######## design 1 ########
**src/rtl/apb_arb_pkg.sv**
```systemverilog
// Shared definitions for the two-requester APB master arbiter.
//   apb_state_e : APB master phase (IDLE / SETUP / ACCESS)
//   DEF_*       : default address width, data width and PREADY timeout
//   WAIT_W      : width of the ACCESS wait-state counter
package apb_arb_pkg;

  typedef enum logic [1:0] {
    IDLE   = 2'd0,
    SETUP  = 2'd1,
    ACCESS = 2'd2
  } apb_state_e;

  localparam int unsigned DEF_ADDR_W  = 8;
  localparam int unsigned DEF_DATA_W  = 32;
  localparam int unsigned DEF_TIMEOUT = 16;
  localparam int unsigned WAIT_W      = 8;

endpackage

```
**src/rtl/apb_rr_arbiter.sv**
```systemverilog
// Two-way round-robin selector.
//   clk, rst_n : clock, asynchronous active-low reset
//   req        : request vector, one bit per requester
//   advance    : the current grant was taken; remember it as last granted
//   grant      : one-hot winner (all zero when nothing is requested)
module apb_rr_arbiter (
  input  logic       clk,
  input  logic       rst_n,
  input  logic [1:0] req,
  input  logic       advance,
  output logic [1:0] grant
);

  // Index of the requester granted most recently; reset to 1 so that
  // requester 0 wins the first contended round.
  logic last;

  always_comb begin
    grant = '0;
    unique case (req)
      2'b01:   grant = 2'b01;
      2'b10:   grant = 2'b10;
      2'b11:   grant = last ? 2'b01 : 2'b10;
      default: grant = '0;
    endcase
  end

  always_ff @(posedge clk or negedge rst_n) begin
    if (!rst_n) begin
      last <= 1'b1;
    end else if (advance && (grant != '0)) begin
      last <= grant[1];
    end
  end

endmodule

```
**src/rtl/apb_master_arbiter.sv**
```systemverilog
// Shares one APB master port between two requesters.
//   PCLK, PRESETn         : clock, asynchronous active-low reset
//   req_valid/req_ready   : per-requester command handshake (ready pulses
//                           for one cycle in the accept cycle)
//   req_write/addr/wdata  : per-requester command; requester i uses slice i
//   rsp_valid             : one-cycle completion pulse to the owner
//   rsp_rdata, rsp_err    : read data (0 for writes/timeouts), error flag
//   PSEL..PWDATA          : APB master request
//   PRDATA/PREADY/PSLVERR : APB slave response
module apb_master_arbiter
  import apb_arb_pkg::*;
#(
  parameter int unsigned ADDR_W  = DEF_ADDR_W,
  parameter int unsigned DATA_W  = DEF_DATA_W,
  parameter int unsigned TIMEOUT = DEF_TIMEOUT
) (
  input  logic                PCLK,
  input  logic                PRESETn,
  input  logic [1:0]          req_valid,
  output logic [1:0]          req_ready,
  input  logic [1:0]          req_write,
  input  logic [2*ADDR_W-1:0] req_addr,
  input  logic [2*DATA_W-1:0] req_wdata,
  output logic [1:0]          rsp_valid,
  output logic [DATA_W-1:0]   rsp_rdata,
  output logic                rsp_err,
  output logic                PSEL,
  output logic                PENABLE,
  output logic                PWRITE,
  output logic [ADDR_W-1:0]   PADDR,
  output logic [DATA_W-1:0]   PWDATA,
  input  logic [DATA_W-1:0]   PRDATA,
  input  logic                PREADY,
  input  logic                PSLVERR
);

  localparam logic [WAIT_W-1:0] WAIT_LAST = WAIT_W'(TIMEOUT - 1);

  apb_state_e        state, state_next;
  logic [WAIT_W-1:0] wait_cnt;
  logic              armed;
  logic              owner;
  logic              accept, complete, timeout;
  logic [1:0]        grant;
  logic              sel;

  apb_rr_arbiter u_rr (
    .clk     (PCLK),
    .rst_n   (PRESETn),
    .req     (req_valid),
    .advance (accept),
    .grant   (grant)
  );

  assign sel = grant[1];

  always_comb begin
    state_next = state;
    accept     = 1'b0;
    complete   = 1'b0;
    timeout    = 1'b0;
    unique case (state)
      IDLE: begin
        if (armed && (req_valid != '0)) begin
          accept     = 1'b1;
          state_next = SETUP;
        end
      end
      SETUP: state_next = ACCESS;
      ACCESS: begin
        // PREADY takes priority over an expiring wait counter.
        if (PREADY) begin
          complete   = 1'b1;
          state_next = IDLE;
        end else if (wait_cnt == WAIT_LAST) begin
          timeout    = 1'b1;
          state_next = IDLE;
        end
      end
      default: state_next = IDLE;
    endcase
  end

  // Decoded from the state register so that an asynchronous reset drops
  // the bus request immediately.
  assign PSEL      = (state == SETUP) || (state == ACCESS);
  assign PENABLE   = (state == ACCESS);
  assign req_ready = accept ? grant : '0;

  always_ff @(posedge PCLK or negedge PRESETn) begin
    if (!PRESETn) begin
      state     <= IDLE;
      armed     <= 1'b0;
      wait_cnt  <= '0;
      owner     <= 1'b0;
      PWRITE    <= 1'b0;
      PADDR     <= '0;
      PWDATA    <= '0;
      rsp_valid <= '0;
      rsp_rdata <= '0;
      rsp_err   <= 1'b0;
    end else begin
      state <= state_next;
      // Keeps req_ready low until the first clock after reset release.
      armed <= 1'b1;

      if (state == SETUP) begin
        wait_cnt <= '0;
      end else if ((state == ACCESS) && !PREADY) begin
        wait_cnt <= wait_cnt + 1'b1;
      end

      if (accept) begin
        owner  <= sel;
        PWRITE <= sel ? req_write[1] : req_write[0];
        PADDR  <= sel ? req_addr[2*ADDR_W-1:ADDR_W] : req_addr[ADDR_W-1:0];
        PWDATA <= sel ? req_wdata[2*DATA_W-1:DATA_W] : req_wdata[DATA_W-1:0];
      end

      if (complete || timeout) begin
        rsp_valid <= owner ? 2'b10 : 2'b01;
      end else begin
        rsp_valid <= '0;
      end
      rsp_err   <= timeout || (complete && PSLVERR);
      rsp_rdata <= (complete && !PWRITE) ? PRDATA : '0;
    end
  end

endmodule

```
**config.mk**
```make
export PLATFORM = sky130hd
export DESIGN_NAME = apb_master_arbiter
export DESIGN_NICKNAME = d
export VERILOG_FILES = /design/src/rtl/apb_arb_pkg.sv /design/src/rtl/apb_rr_arbiter.sv /design/src/rtl/apb_master_arbiter.sv
export SDC_FILE = /design/constraint.sdc
export NUM_CORES = 1
export LEC_CHECK = 0
export CORE_MARGIN = 2
export CORE_UTILIZATION = 35
export CTS_CLUSTER_DIAMETER = 100
export DETAILED_ROUTE_END_ITERATION = 10
export HOLD_SLACK_MARGIN = 0.12
export PLACE_DENSITY_LB_ADDON = 0.2
export REMOVE_ABC_BUFFERS = 1
export SYNTH_ARGS = -nofsm -noshare
export SYNTH_HDL_FRONTEND = slang
export SYNTH_SLANG_ARGS = --single-unit
```
**constraint.sdc**
```tcl
create_clock -name PCLK -period 1.5 [get_ports PCLK]
set_input_delay 0.3 -clock PCLK [delete_from_list [all_inputs] [get_ports PCLK]]
set_output_delay 0.3 -clock PCLK [all_outputs]
set_load 0.03 [all_outputs]
```
######## design 2 ########
## src/rtl/keypad_operand_ctrl.sv

```systemverilog
// -----------------------------------------------------------------------------
// keypad_operand_ctrl
//
// Purpose:
//   Takes debounced key captures from the keypad reader and assembles two
//   decimal operands, A then B. The finished pair is presented to the
//   adder/7-segment stage. This block is the only driver of the reader's ack.
//
//   Key map ({key_col,key_row}, bit3 = column/row 0):
//     columns 0..2 x rows 0..2 -> digits 1..9, row-major
//     column 1, row 3 -> 0
//     column 0, row 3 -> '*' (clear)
//     column 2, row 3 -> '#' (finish operand)
//   Any other pattern is rejected with a key_err pulse.
//
// Optional feature (compile-time macro INPUT_TIMEOUT_EN):
//   If the macro is defined, a partially entered pair is cleared automatically
//   after TIMEOUT_CYCLES idle cycles, and timeout pulses for one cycle.
//   If it is undefined, no counter exists and timeout is tied low.
//
// Ports:
//   clk          system clock, rising edge
//   rst          asynchronous active-high reset
//   key_col      one-hot column of the captured key
//   key_row      one-hot row of the captured key
//   key_valid    capture available from the reader
//   key_ack      one-cycle pulse that consumes the capture
//   operand_a    binary value of operand A
//   operand_b    binary value of operand B
//   digit_count  digits entered in the current operand
//   entering_b   0 = A being entered, 1 = B being entered
//   ops_valid    operand pair complete and held stable
//   ops_ack      downstream consumed the pair
//   key_err      one-cycle pulse: key rejected
//   timeout      one-cycle pulse: auto-clear fired
// -----------------------------------------------------------------------------
module keypad_operand_ctrl #(
    parameter int WIDTH          = 4,
    parameter int MAX_DIGITS     = 3,
    parameter int OP_W           = 10,
    parameter int TIMEOUT_CYCLES = 27000000
) (
    input  logic                              clk,
    input  logic                              rst,
    input  logic [WIDTH-1:0]                  key_col,
    input  logic [WIDTH-1:0]                  key_row,
    input  logic                              key_valid,
    output logic                              key_ack,
    output logic [OP_W-1:0]                   operand_a,
    output logic [OP_W-1:0]                   operand_b,
    output logic [$clog2(MAX_DIGITS+1)-1:0]   digit_count,
    output logic                              entering_b,
    output logic                              ops_valid,
    input  logic                              ops_ack,
    output logic                              key_err,
    output logic                              timeout
);

    localparam int DC_W = $clog2(MAX_DIGITS+1);

    localparam logic [1:0] ST_ENTER_A = 2'd0;
    localparam logic [1:0] ST_ENTER_B = 2'd1;
    localparam logic [1:0] ST_DONE    = 2'd2;

    localparam logic [1:0] KIND_INVALID = 2'd0;
    localparam logic [1:0] KIND_DIGIT   = 2'd1;
    localparam logic [1:0] KIND_STAR    = 2'd2;
    localparam logic [1:0] KIND_HASH    = 2'd3;

    logic [1:0]      state_q, state_d;
    logic [OP_W-1:0] operand_a_q, operand_a_d;
    logic [OP_W-1:0] operand_b_q, operand_b_d;
    logic [DC_W-1:0] digit_count_q, digit_count_d;
    logic            key_ack_q, key_ack_d;
    logic            key_err_q, key_err_d;

    logic            accept;
    logic            clear_req;
    logic [1:0]      key_kind;
    logic [3:0]      key_digit;
    int              col_idx;
    int              row_idx;

`ifdef INPUT_TIMEOUT_EN
    localparam int TO_W = (TIMEOUT_CYCLES > 1) ? $clog2(TIMEOUT_CYCLES) : 1;

    logic [TO_W-1:0] idle_cnt_q, idle_cnt_d;
    logic            timeout_q, timeout_d;
`endif

    // A new capture is only taken while no ack is outstanding; the reader
    // drops valid right after the ack, so a key can never be taken twice.
    assign accept = key_valid && !key_ack_q;

    // Multiply-by-ten as shift-and-add, then append the new digit.
    function automatic logic [OP_W-1:0] append_digit(input logic [OP_W-1:0] x,
                                                     input logic [3:0]      d);
        return (x << 3) + (x << 1) + OP_W'(d);
    endfunction

    // Convert the one-hot column/row into indices (MSB is index 0) and
    // classify the key. Anything that is not one-hot in both is invalid.
    always_comb begin
        col_idx   = 0;
        row_idx   = 0;
        key_kind  = KIND_INVALID;
        key_digit = 4'd0;
        for (int i = 0; i < WIDTH; i++) begin
            if (key_col[WIDTH-1-i]) col_idx = i;
            if (key_row[WIDTH-1-i]) row_idx = i;
        end
        if ($onehot(key_col) && $onehot(key_row)) begin
            if (col_idx < 3 && row_idx < 3) begin
                key_kind  = KIND_DIGIT;
                key_digit = 4'(row_idx * 3 + col_idx + 1);
            end else if (row_idx == 3) begin
                case (col_idx)
                    0:       key_kind = KIND_STAR;
                    1:       key_kind = KIND_DIGIT;
                    2:       key_kind = KIND_HASH;
                    default: key_kind = KIND_INVALID;
                endcase
            end
        end
    end

    // Next-state logic. Key effects are computed first; any clear request
    // ('*', ops_ack in DONE, or the idle timeout) then overrides the operand
    // and state updates so a clear always wins over a simultaneous digit.
    always_comb begin
        state_d       = state_q;
        operand_a_d   = operand_a_q;
        operand_b_d   = operand_b_q;
        digit_count_d = digit_count_q;
        key_ack_d     = accept;
        key_err_d     = 1'b0;
        clear_req     = 1'b0;
`ifdef INPUT_TIMEOUT_EN
        idle_cnt_d    = '0;
        timeout_d     = 1'b0;
`endif

        if (accept) begin
            case (key_kind)
                KIND_STAR: clear_req = 1'b1;
                KIND_DIGIT: begin
                    if (state_q != ST_DONE) begin
                        if (digit_count_q < DC_W'(MAX_DIGITS)) begin
                            if (state_q == ST_ENTER_A)
                                operand_a_d = append_digit(operand_a_q, key_digit);
                            else
                                operand_b_d = append_digit(operand_b_q, key_digit);
                            digit_count_d = digit_count_q + 1'b1;
                        end else begin
                            key_err_d = 1'b1;
                        end
                    end
                end
                KIND_HASH: begin
                    if (state_q == ST_ENTER_A) begin
                        if (digit_count_q != '0) begin
                            state_d       = ST_ENTER_B;
                            digit_count_d = '0;
                        end else begin
                            key_err_d = 1'b1;
                        end
                    end else if (state_q == ST_ENTER_B) begin
                        if (digit_count_q != '0)
                            state_d = ST_DONE;
                        else
                            key_err_d = 1'b1;
                    end
                end
                default: key_err_d = 1'b1;
            endcase
        end

        if (state_q == ST_DONE && ops_ack)
            clear_req = 1'b1;

`ifdef INPUT_TIMEOUT_EN
        // The idle counter only runs while something partial has been
        // entered; an accepted key restarts it by leaving it at zero.
        if (state_q != ST_DONE && !accept &&
            (digit_count_q != '0 || state_q == ST_ENTER_B)) begin
            if (idle_cnt_q == TO_W'(TIMEOUT_CYCLES - 1)) begin
                clear_req = 1'b1;
                timeout_d = 1'b1;
            end else begin
                idle_cnt_d = idle_cnt_q + 1'b1;
            end
        end
`endif

        if (clear_req) begin
            state_d       = ST_ENTER_A;
            operand_a_d   = '0;
            operand_b_d   = '0;
            digit_count_d = '0;
        end
    end

    // Main state and output registers.
    always_ff @(posedge clk or posedge rst) begin
        if (rst) begin
            state_q       <= ST_ENTER_A;
            operand_a_q   <= '0;
            operand_b_q   <= '0;
            digit_count_q <= '0;
            key_ack_q     <= 1'b0;
            key_err_q     <= 1'b0;
        end else begin
            state_q       <= state_d;
            operand_a_q   <= operand_a_d;
            operand_b_q   <= operand_b_d;
            digit_count_q <= digit_count_d;
            key_ack_q     <= key_ack_d;
            key_err_q     <= key_err_d;
        end
    end

`ifdef INPUT_TIMEOUT_EN
    // Idle counter and timeout pulse registers.
    always_ff @(posedge clk or posedge rst) begin
        if (rst) begin
            idle_cnt_q <= '0;
            timeout_q  <= 1'b0;
        end else begin
            idle_cnt_q <= idle_cnt_d;
            timeout_q  <= timeout_d;
        end
    end

    assign timeout = timeout_q;
`else
    assign timeout = 1'b0;
`endif

    assign key_ack     = key_ack_q;
    assign key_err     = key_err_q;
    assign operand_a   = operand_a_q;
    assign operand_b   = operand_b_q;
    assign digit_count = digit_count_q;
    // B stays flagged in DONE because the pair was completed from B entry.
    assign entering_b  = (state_q != ST_ENTER_A);
    assign ops_valid   = (state_q == ST_DONE);

endmodule
```

## config.mk

```make
export PLATFORM = sky130hd
export DESIGN_NAME = keypad_operand_ctrl
export DESIGN_NICKNAME = d
export VERILOG_FILES = /design/src/rtl/keypad_operand_ctrl.sv
export SDC_FILE = /design/constraint.sdc
export NUM_CORES = 1
export LEC_CHECK = 0
export ABC_AREA = 1
export CAP_MARGIN = 20
export CORE_ASPECT_RATIO = 0.5
export CORE_UTILIZATION = 45
export DETAILED_ROUTE_END_ITERATION = 12
export PLACE_DENSITY_LB_ADDON = 0.08
export SETUP_SLACK_MARGIN = 0.5
export SLEW_MARGIN = 10
export SYNTH_ARGS = -nofsm -noshare
export SYNTH_HDL_FRONTEND = slang
export SYNTH_SLANG_ARGS = --single-unit
```

## constraint.sdc

```tcl
create_clock -name clk -period 3 [get_ports clk]
set_input_delay 0.3 -clock clk [delete_from_list [all_inputs] [get_ports clk]]
set_output_delay 0.3 -clock clk [all_outputs]
set_load 0.02 [all_outputs]
```

######## design 3 ########
--- config.mk ---
export PLATFORM = sky130hd
export DESIGN_NAME = std_skidbuf_ctrl
export DESIGN_NICKNAME = d
export VERILOG_FILES = /design/src/rtl/std_skidbuf_ctrl.sv
export SDC_FILE = /design/constraint.sdc
export NUM_CORES = 1
export LEC_CHECK = 0
export ABC_AREA = 0
export CAP_MARGIN = 10
export CORE_MARGIN = 10
export CORE_UTILIZATION = 30
export CTS_BUF_LIST = sky130_fd_sc_hd__clkbuf_16
export CTS_CLUSTER_DIAMETER = 100
export DETAILED_ROUTE_END_ITERATION = 10
export MAX_ROUTING_LAYER = met4
export PLACE_DENSITY = 0.65
export SETUP_SLACK_MARGIN = 0.02
export SYNTH_ARGS = -nofsm -noshare
export SYNTH_HDL_FRONTEND = slang
export SYNTH_SLANG_ARGS = --single-unit
--- constraint.sdc ---
create_clock -name clk -period 11.17 [get_ports clk]
set_input_delay 2.234 -clock clk [delete_from_list [all_inputs] [get_ports clk]]
set_output_delay 2.234 -clock clk [all_outputs]
set_load 0.02 [all_outputs]
--- src/rtl/std_skidbuf_ctrl.sv ---
// Two-entry valid/ready register slice (skid buffer) with registered s_ready and m_valid.
// A 3-state FSM sequences the enables of the un-reset main and skid data registers.
module std_skidbuf_ctrl #(
    parameter int DATA_WIDTH = 32
) (
    input  logic                  clk,
    input  logic                  reset,
    input  logic                  flush,
    input  logic                  s_valid,
    output logic                  s_ready,
    input  logic [DATA_WIDTH-1:0] s_data,
    output logic                  m_valid,
    input  logic                  m_ready,
    output logic [DATA_WIDTH-1:0] m_data,
    output logic [1:0]            occupancy,
    output logic [1:0]            state_dbg
);

    // Handshakes (both sides): a beat transfers on a rising clk edge where
    // valid and ready are both high. s_ready and m_valid are flops, so no
    // combinational path exists between m_ready and s_ready.
    typedef enum logic [1:0] {
        EMPTY = 2'd0,
        BUSY  = 2'd1,
        FULL  = 2'd2
    } state_t;

    state_t                state_q;
    state_t                state_nx;
    logic                  in_fire;
    logic                  out_fire;
    logic                  main_en;
    logic                  skid_en;
    logic                  main_sel_skid;
    logic [DATA_WIDTH-1:0] main_q;
    logic [DATA_WIDTH-1:0] skid_q;

    assign in_fire  = s_valid & s_ready;
    assign out_fire = m_valid & m_ready;

    always_comb begin
        state_nx = state_q;
        if (flush) begin
            state_nx = EMPTY;
        end else begin
            case (state_q)
                EMPTY: if (in_fire) state_nx = BUSY;
                BUSY: begin
                    if (in_fire && !out_fire)      state_nx = FULL;
                    else if (!in_fire && out_fire) state_nx = EMPTY;
                end
                FULL:    if (out_fire) state_nx = BUSY;
                default: state_nx = EMPTY;
            endcase
        end
    end

    // Flush suppresses every load so a flushed beat never reaches the registers.
    always_comb begin
        main_en       = 1'b0;
        skid_en       = 1'b0;
        main_sel_skid = (state_q == FULL);
        if (!flush) begin
            main_en = ((state_q == EMPTY) && in_fire)
                    | ((state_q == BUSY) && in_fire && out_fire)
                    | ((state_q == FULL) && out_fire);
            skid_en = (state_q == BUSY) && in_fire && !out_fire;
        end
    end

    always_ff @(posedge clk or posedge reset) begin
        if (reset) begin
            state_q   <= EMPTY;
            s_ready   <= 1'b1;
            m_valid   <= 1'b0;
            occupancy <= 2'd0;
        end else begin
            state_q <= state_nx;
            case (state_nx)
                BUSY: begin
                    s_ready   <= 1'b1;
                    m_valid   <= 1'b1;
                    occupancy <= 2'd1;
                end
                FULL: begin
                    s_ready   <= 1'b0;
                    m_valid   <= 1'b1;
                    occupancy <= 2'd2;
                end
                default: begin
                    s_ready   <= 1'b1;
                    m_valid   <= 1'b0;
                    occupancy <= 2'd0;
                end
            endcase
        end
    end

    // Data path carries no reset; contents are meaningful only while m_valid is high.
    always_ff @(posedge clk) begin
        if (main_en) main_q <= main_sel_skid ? skid_q : s_data;
        if (skid_en) skid_q <= s_data;
    end

    assign m_data    = main_q;
    assign state_dbg = state_q;

endmodule

######## design 4 ########
===== src/rtl/seq_detect_param.sv =====
// Parametrised serial sequence detector with KMP-style transitions built at elaboration,
// selectable overlap and Moore/Mealy output, plus a saturating detection counter.
module seq_detect_param #(
  parameter int unsigned              PATTERN_LEN = 5,
  parameter logic [PATTERN_LEN-1:0]   PATTERN     = 5'b11011,
  parameter bit                       OVERLAP     = 1'b1,
  parameter bit                       MOORE       = 1'b1,
  parameter int unsigned              CNT_W       = 8,
  localparam int unsigned             SW          = $clog2(PATTERN_LEN + 1)
) (
  input  logic             clk_pulse,
  input  logic             clear,
  input  logic             inp_1,
  input  logic             inp_valid,
  input  logic             sync_clr,
  output logic             out,
  output logic [SW-1:0]    present_state,
  output logic [CNT_W-1:0] match_count
);

  localparam int unsigned    NumEnt = 2 ** SW;
  localparam logic [CNT_W-1:0] CntMax = {CNT_W{1'b1}};

  if (PATTERN_LEN < 2 || PATTERN_LEN > 16) begin : g_bad_len
    $error("seq_detect_param: PATTERN_LEN must be in 2..16");
  end

  // Bit idx of the pattern in arrival order (idx 0 is the first bit received).
  function automatic logic pat_bit(input int unsigned idx);
    return PATTERN[PATTERN_LEN-1-idx];
  endfunction

  // Longest proper prefix of prefix_k that is also its suffix.
  function automatic int unsigned fail_f(input int unsigned k);
    int unsigned res;
    logic        ok;
    res = 0;
    for (int unsigned m = 1; m < k; m++) begin
      ok = 1'b1;
      for (int unsigned j = 0; j < m; j++) begin
        if (pat_bit(k - m + j) != pat_bit(j)) ok = 1'b0;
      end
      if (ok) res = m;
    end
    return res;
  endfunction

  // Longest prefix that is a suffix of prefix_k followed by bit b (k < PATTERN_LEN).
  function automatic int unsigned delta_f(input int unsigned k, input logic b);
    int unsigned res;
    int unsigned idx;
    logic        ok;
    logic        sb;
    res = 0;
    for (int unsigned m = 1; m <= k + 1; m++) begin
      ok = 1'b1;
      for (int unsigned j = 0; j < m; j++) begin
        idx = k + 1 - m + j;
        sb  = (idx == k) ? b : pat_bit(idx);
        if (sb != pat_bit(j)) ok = 1'b0;
      end
      if (ok) res = m;
    end
    return res;
  endfunction

  // State to resume matching from after a completed match.
  function automatic int unsigned restart_f();
    return OVERLAP ? fail_f(PATTERN_LEN) : 0;
  endfunction

  function automatic int unsigned nxt_f(input int unsigned k, input logic b);
    int unsigned res;
    res = 0;
    if (MOORE) begin
      if (k == PATTERN_LEN) res = delta_f(restart_f(), b);
      else if (k < PATTERN_LEN) res = delta_f(k, b);
    end else if (k < PATTERN_LEN) begin
      res = delta_f(k, b);
      if (res == PATTERN_LEN) res = restart_f();
    end
    return res;
  endfunction

  function automatic logic det_f(input int unsigned k, input logic b);
    logic res;
    res = 1'b0;
    if (MOORE) begin
      if (k == PATTERN_LEN) res = (delta_f(restart_f(), b) == PATTERN_LEN);
      else if (k < PATTERN_LEN) res = (delta_f(k, b) == PATTERN_LEN);
    end else if (k < PATTERN_LEN) begin
      res = (delta_f(k, b) == PATTERN_LEN);
    end
    return res;
  endfunction

  // Tables cover every encodable state; unreachable entries fall back to state 0.
  logic [NumEnt-1:0][SW-1:0] nxt_tbl0, nxt_tbl1;
  logic [NumEnt-1:0]         det_tbl0, det_tbl1;

  for (genvar k = 0; k < NumEnt; k++) begin : g_tbl
    localparam int unsigned Nxt0 = nxt_f(k, 1'b0);
    localparam int unsigned Nxt1 = nxt_f(k, 1'b1);
    localparam logic        Det0 = det_f(k, 1'b0);
    localparam logic        Det1 = det_f(k, 1'b1);
    assign nxt_tbl0[k] = SW'(Nxt0);
    assign nxt_tbl1[k] = SW'(Nxt1);
    assign det_tbl0[k] = Det0;
    assign det_tbl1[k] = Det1;
  end

  logic [SW-1:0]    state_q, state_d;
  logic [CNT_W-1:0] cnt_q, cnt_d;
  logic [SW-1:0]    nxt_sel;
  logic             det;

  always_comb begin
    nxt_sel = inp_1 ? nxt_tbl1[state_q] : nxt_tbl0[state_q];
    det     = inp_valid & (inp_1 ? det_tbl1[state_q] : det_tbl0[state_q]);
    state_d = state_q;
    cnt_d   = cnt_q;
    if (sync_clr) begin
      state_d = '0;
      cnt_d   = '0;
    end else if (inp_valid) begin
      state_d = nxt_sel;
      if (det && (cnt_q != CntMax)) cnt_d = cnt_q + 1'b1;
    end
  end

  always_ff @(posedge clk_pulse or posedge clear) begin
    if (clear) begin
      state_q <= '0;
      cnt_q   <= '0;
    end else begin
      state_q <= state_d;
      cnt_q   <= cnt_d;
    end
  end

  if (MOORE) begin : g_moore
    assign out = (state_q == SW'(PATTERN_LEN));
  end else begin : g_mealy
    assign out = ~clear & inp_valid & (state_q == SW'(PATTERN_LEN - 1)) &
                 (inp_1 == PATTERN[0]);
  end

  assign present_state = state_q;
  assign match_count   = cnt_q;

endmodule


===== config.mk =====
export PLATFORM = sky130hd
export DESIGN_NAME = seq_detect_param
export DESIGN_NICKNAME = d
export VERILOG_FILES = /design/src/rtl/seq_detect_param.sv
export SDC_FILE = /design/constraint.sdc
export NUM_CORES = 1
export LEC_CHECK = 0
export CAP_MARGIN = 10
export CORE_MARGIN = 2
export CORE_UTILIZATION = 46
export CTS_CLUSTER_SIZE = 28
export DETAILED_ROUTE_END_ITERATION = 10
export PLACE_DENSITY = 0.81
export SLEW_MARGIN = 20
export SYNTH_ARGS = -nofsm -noshare
export SYNTH_HDL_FRONTEND = slang
export SYNTH_SLANG_ARGS = --single-unit

===== constraint.sdc =====
create_clock -name clk_pulse -period 1.9 [get_ports clk_pulse]
set_input_delay 0.38 -clock clk_pulse [delete_from_list [all_inputs] [get_ports clk_pulse]]
set_output_delay 0.38 -clock clk_pulse [all_outputs]
set_load 0.01 [all_outputs]

Figure 1. Sequential cells grouped by signal name (design 2).
(4 px per um) Other sequential cells in the stronger grey, the rest of the logic in the fainter grey.
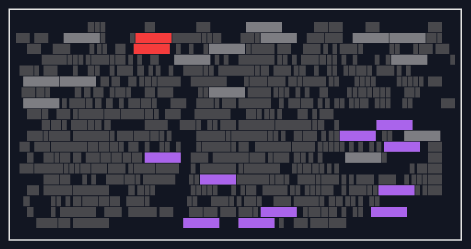
legend:
  red:
    signal: state_q
    flops: 2
  purple:
    signal: operand_a
    flops: 10
not coloured: 14

==> run notes, design 2 <==
Implementation summary

The flow ran to the end, but the final reports show violations. The clock latency at the later pin of the worst-skew pair is 0.26 ns. The congestion estimate from routability-driven global placement came to 0.790. In this run the cell area of the synthesized design comes to 2750 um2. The logs give a warning total of 33.

The count of final setup violators is 7. The slack of the critical path is -0.140 ns. The checks that failed: setup timing. The highest supply drop recorded on VDD is 345 uV. By count the netlist is led by sky130_fd_sc_hd__nand2_1 (137), sky130_fd_sc_hd__inv_1 (61), sky130_fd_sc_hd__ha_1 (41), sky130_fd_sc_hd__nor2_1 (35), sky130_fd_sc_hd__dfrtp_1 (26). The total detailed-routing wirelength is 6570 um. The xor and xnor area share after synthesis is 0.0223. For this run, global-route usage on met3 was measured as 0.0404.

The CTS H-tree depth is 1. Logic depth along the worst register-to-register path is recorded as 9. For reference, the final report shows the hold violation count at 0.

In this run the cell area measured after placement is 3440 um2. Post-route period utilization is reported as 1.05. The post-route utilization of the core is recorded as 0.681. After layout, the setup clock skew is reported as 0.00464 ns. The launch point of the critical path was reported as key_row[3]. The endpoint of the worst register-to-register path is operand_b[4]. The floorplan report gives the top-level pin count as 39. The biggest cell delay along the critical path is 0.54 ns.
==> design 2: report_power, final <==
group          switching, mW  total [mW]  internal (mW)
sequential            0.0612       0.471          0.410
clock                  0.136       0.341          0.205
combinational          0.419       0.757          0.337
total                  0.617        1.57          0.952
==> design 2: cell type report <==
class	instances	area, um2
multi-input cells	290	2160
repair buffers	67	607
well taps	73	91.3
clock buffers	4	88.8
fillers	466	1810
flip-flops and latches	26	651
inverters	67	270
==> design 2: registers in the layout, indices dropped and copies added, names as in the netlist <==
signal and count:
digit_count 2, key_ack 1, key_err 1, operand_a 10, operand_b 10, state_q 2
Figure 2. Sequential cells grouped by signal name (design 1).
(3 px per um) Other sequential cells in the stronger grey, the rest of the logic in the fainter grey.
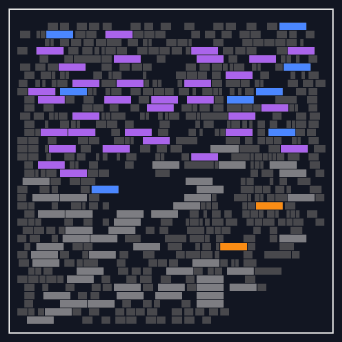
legend:
  orange:
    signal: state
    flops: 2
  purple:
    signal: PWDATA
    flops: 32
  blue:
    signal: PADDR
    flops: 8
not coloured: 47

Figure 3. Supply network (design 1).
(3 px per um) Pins as bars on the die edge.
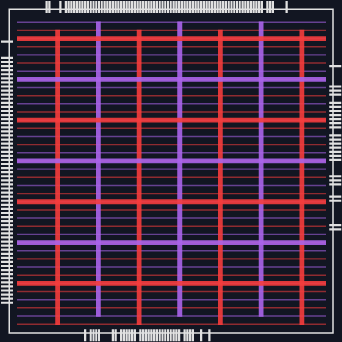
legend:
  red:
    net: VSS
  purple:
    net: VDD
met1 rails: 38
met5 straps: 7
signal pins: 200
worst supply voltage drop on vdd: 701 uV
Die H: 107 um
floorplan core area: 10,400 um2

==> run notes, design 1 <==
Implementation summary

The run finished, with violations left. The checks that failed: setup timing. The most common logic cells in the final layout are sky130_fd_sc_hd__clkdlybuf4s50_1 (116), sky130_fd_sc_hd__dfrtp_1 (88), sky130_fd_sc_hd__dlygate4sd2_1 (74).

The slack of the critical path is -0.275 ns. The post-synthesis cell count is 333. The max capacitance violation total is 0. From the final report, the count of setup violators was given as 44. The launching element of the worst setup path is state[1]. The worst-path maximum fanout is 2. The net switching power is 3.86 mW. The beginning of the worst register-to-register path is state[0]. The cell-mix breakdown from Yosys lists the adder-cell area share as 0.0167. The top cell type by total area after synthesis is sky130_fd_sc_hd__dfrtp_1. The via count of the first global-routing pass was 3,412. The power report attributes to the sequential group a share of 0.353. The largest registers in the layout are PWDATA x32, rsp_rdata x32. The area after detailed placement is 6030 um2. The top cell type's share of synthesized area is 0.588.
design 1: cell usage after synthesis, drive strengths merged (2+ instances only):
library cell and n:
nand3 4, nor2 5, nand2 48, o21ai 49
ha 5, dfrtp 88, o21a 2, xnor2 2
a21oi 6, or3 6, o211ai 5, nand4b 2
mux2i 42, and2 32, inv 8, clkbuf 6
buf 12
design 1: area by class of cell:
type | count | area, um2
repair buffers | 237 | 2310
multi-input cells | 218 | 1520
clock buffers | 13 | 169
inverters | 8 | 30.0
fillers | 907 | 3920
clock inverters | 3 | 22.5
well taps | 136 | 170
flip-flops and latches | 89 | 2230
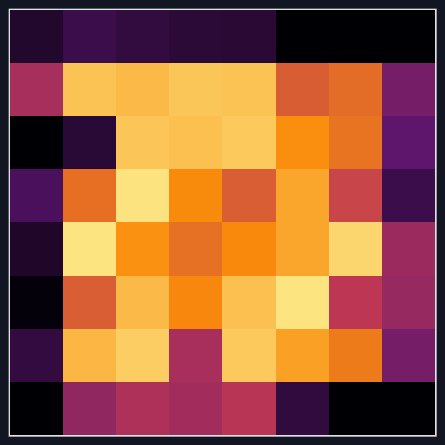
Figure 4: design 4, placement density heat map.
(10 px per um) 8 x 8 tiles, from black (low) to pale yellow (high), 0 to 100% covered.
tiles over 75% full: 33%
fullest tile: 94%
emptiest ninth of the die: top right
nearly empty tiles: 13%
initial core utilization: 0.505
floorplan core area: 1350 um2
share of the core filled with cells in the final layout: 0.691

Figure 5. Sequential cells grouped by signal name (design 4).
(10 px per um) Other cells in grey.
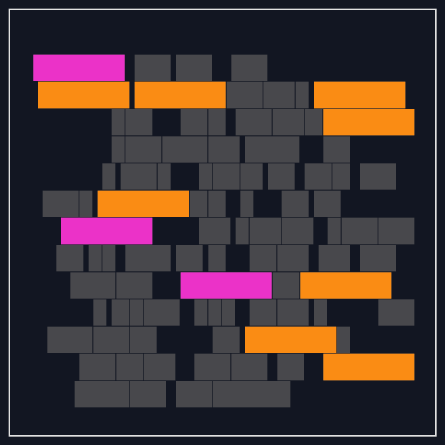
legend:
  magenta:
    signal: present_state
    flops: 3
  orange:
    signal: match_count
    flops: 8

==> run notes, design 4 <==
Implementation summary

The clock tree root buffer cell is sky130_fd_sc_hd__clkbuf_4. After clock tree synthesis, the clock-pin slew on the worst setup and hold paths is 0.07 ns. The final setup skew is 0.00467 ns. The most critical hold endpoint after final layout shows a slack of 0.399 ns. The number of diodes is 0.

In this run the top signal layer used is met4. The net count after synthesis is 78. The highest clock rate this design can be run at is 0.561 GHz. The run finished with clean final reports. The clock group total power is 159 uW. The standby leakage power is 0.410 nW. The number of enable-type register cells in the synthesized netlist is 0. The post-synthesis cell count is 68. The required time of the critical path is 2.10 ns. The most frequently used flop master after synthesis is sky130_fd_sc_hd__dfrtp_1. For flop-to-flop paths, the worst setup slack is 0.12 ns. Per STA, the highest per-stage delay on the worst path measures 0.68 ns. The register share of total power is 0.534.

Setup violations remaining at the end of the flow were counted as 0. The slowest cell on the critical path is sky130_fd_sc_hd__or4_2. The detailed route wirelength on metal2 is 755 um. The layout cell share with drive strength beyond 1 is 0.194. For reference, the top cells by count after synthesis are sky130_fd_sc_hd__dfrtp_1 (11), sky130_fd_sc_hd__nor2_1 (8). The met2 routing resource usage after global routing is 0.317. The worst setup path is captured at a flop.

The detailed-routing wirelength on met1 is 570 um. The area of the synthesized netlist per yosys stat is 682 um2. The share of synthesized area occupied by flip-flops and latches is 0.404. The critical path maximum fanout is 5.
==> design 4: critical path: cells and delay by family (launching register included) <==
kind                     cells  cell delay [ns]
buffers and inverters        1             0.10
flip-flops                   1             0.42
AND/OR/NAND/NOR              2             0.82
AND-OR/OR-AND                1             0.15
adder cells (fa/ha/maj)      1             0.23
==> design 4: state kept, by name, summed over array words and instances (netlist names) <==
register	flops
present_state	3
match_count	8
==> design 4: layout make-up <==
cell class | count | area [um2]
fillers | 103 | 417
flip-flops and latches | 11 | 275
multi-input cells | 51 | 390
clock buffers | 4 | 26.3
well taps | 15 | 18.8
repair buffers | 22 | 204
inverters | 5 | 18.8
Figure 6. Sequential cells grouped by signal name (design 3).
(3 px per um) Other sequential cells in the stronger grey, the rest of the logic in the fainter grey.
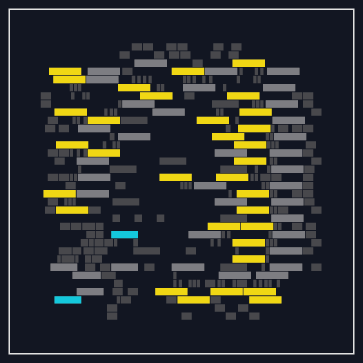
legend:
  cyan:
    signal: state_dbg
    flops: 2
  yellow:
    signal: skid_q
    flops: 32
not coloured: 36
sequential cell power: 313 uW
Flop area: 2070 um2
share of the core filled with cells in the final layout: 0.436
fraction of area in registers: 0.548

Figure 7. The metal 2 layer (design 3).
(3 px per um)
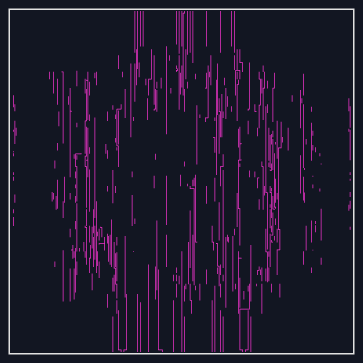
main direction: vertical
share of all routed wire: 48%
longest straight run: 33.5 um
wire length on this layer: 2,800 um
nets with wire on the layer: 241

==> run notes, design 3 <==
Implementation summary

The unique cell type count in the Yosys netlist is 24. Per the detail_route log, met2 wirelength is 2800 um. The buffer depth of the longest clock path is 2. The area fraction in full adders, half adders and majority gates is 0.0141.

The fraction of final cell area spent on clock buffers and inverters in this run is 0.0685. The cell-mix breakdown from Yosys lists the XOR/XNOR area share as 0. The warning total across the stage logs is 28.

The final hold violation count recorded for this run is 0. The sequential cell count is 70. The share of total power dissipated in the clock network is 0.383. The headroom to the max-slew limit is 0.393. With fillers left out, the area of the finished cells amounts to 3780 um2.

The flow ran to the end, and the final reports show no timing, DRC or antenna violations. The layout report gives the multi-input gate share of total cell area as 0.145. After floorplanning, the core was sized to cover 8680 um2. Of the total power, combinational logic draws 0.129. 0 antenna diodes ended up in the layout.

TritonCTS built the clock tree. Routing resource usage on met3 recorded by global route was 0.0419. The area occupied by multi-input gates is 547 um2. The met2 routing resource usage after global routing is 0.148. The x dimension of the die is 114 um.

Of all flip-flops after synthesis, the portion carrying an async set or reset was 0.0857.
[design 3: stage by stage]
stage	power, mW	utilization	cells	hold slack (ns)	setup slack, ns
6_report	0.642	0.436	389	0.504	7.27
5_1_grt	0.672	0.436	389	0.518	7.09
4_1_cts	0.652	0.436	389	0.506	7.21
3_5_place_dp	0.403	0.406	373	0.492	6.88
3_3_place_gp	0.401	0.406	373	0.488	6.95
2_1_floorplan	0.359	-	197	0.483	5.86
[design 3: state kept, by name (all words and copies together), names as in the netlist]
signal     count
m_data        32
m_valid        1
occupancy      2
s_ready        1
skid_q        32
state_dbg      2


## Gallery

The metal 2 layer.
picture 1
(3 px per um)
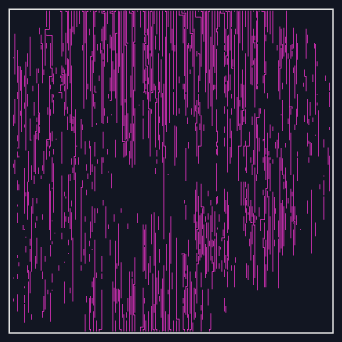
picture 2
(4 px per um)
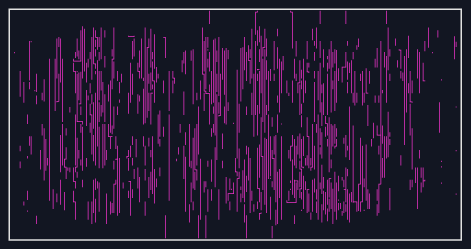
picture 3
(10 px per um)
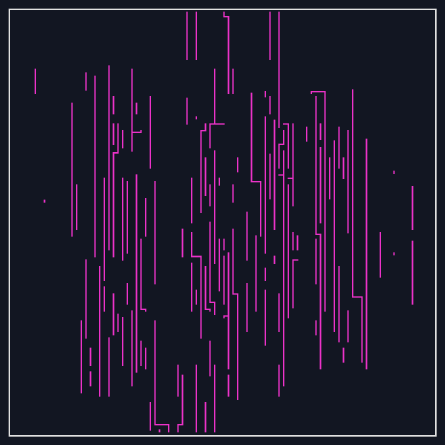
- design 1 = picture 1
- design 2 = picture 2
- design 4 = picture 3
Of these, smallest die: picture 3

Key to picture 1:
longest straight run: 51.5 um
main direction: vertical
nets with wire on the layer: 588
share of all routed wire: 55%


==> layout pictures side by side <==
Supply network.
(a)
(4 px per um) Pins as bars on the die edge.
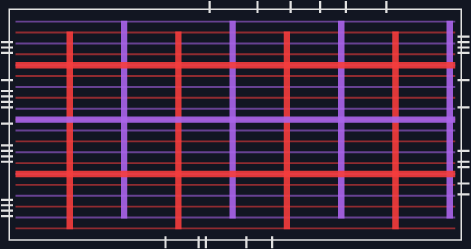
(b)
(10 px per um) Pins as bars on the die edge.
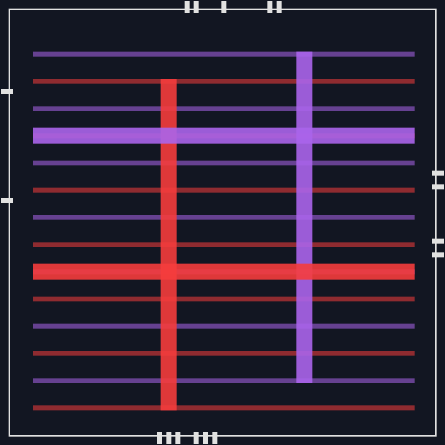
(c)
(3 px per um) Pins as bars on the die edge.
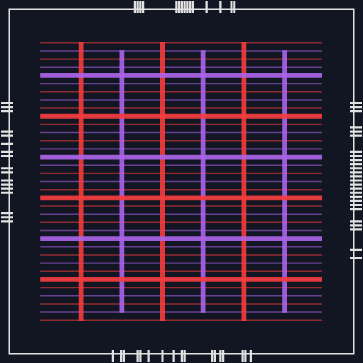
(c): design 3
(b): design 4
(a): design 2
- fewest pins: (b)
- smallest die: (b)

Power is estimated from default activity; no workload was simulated.
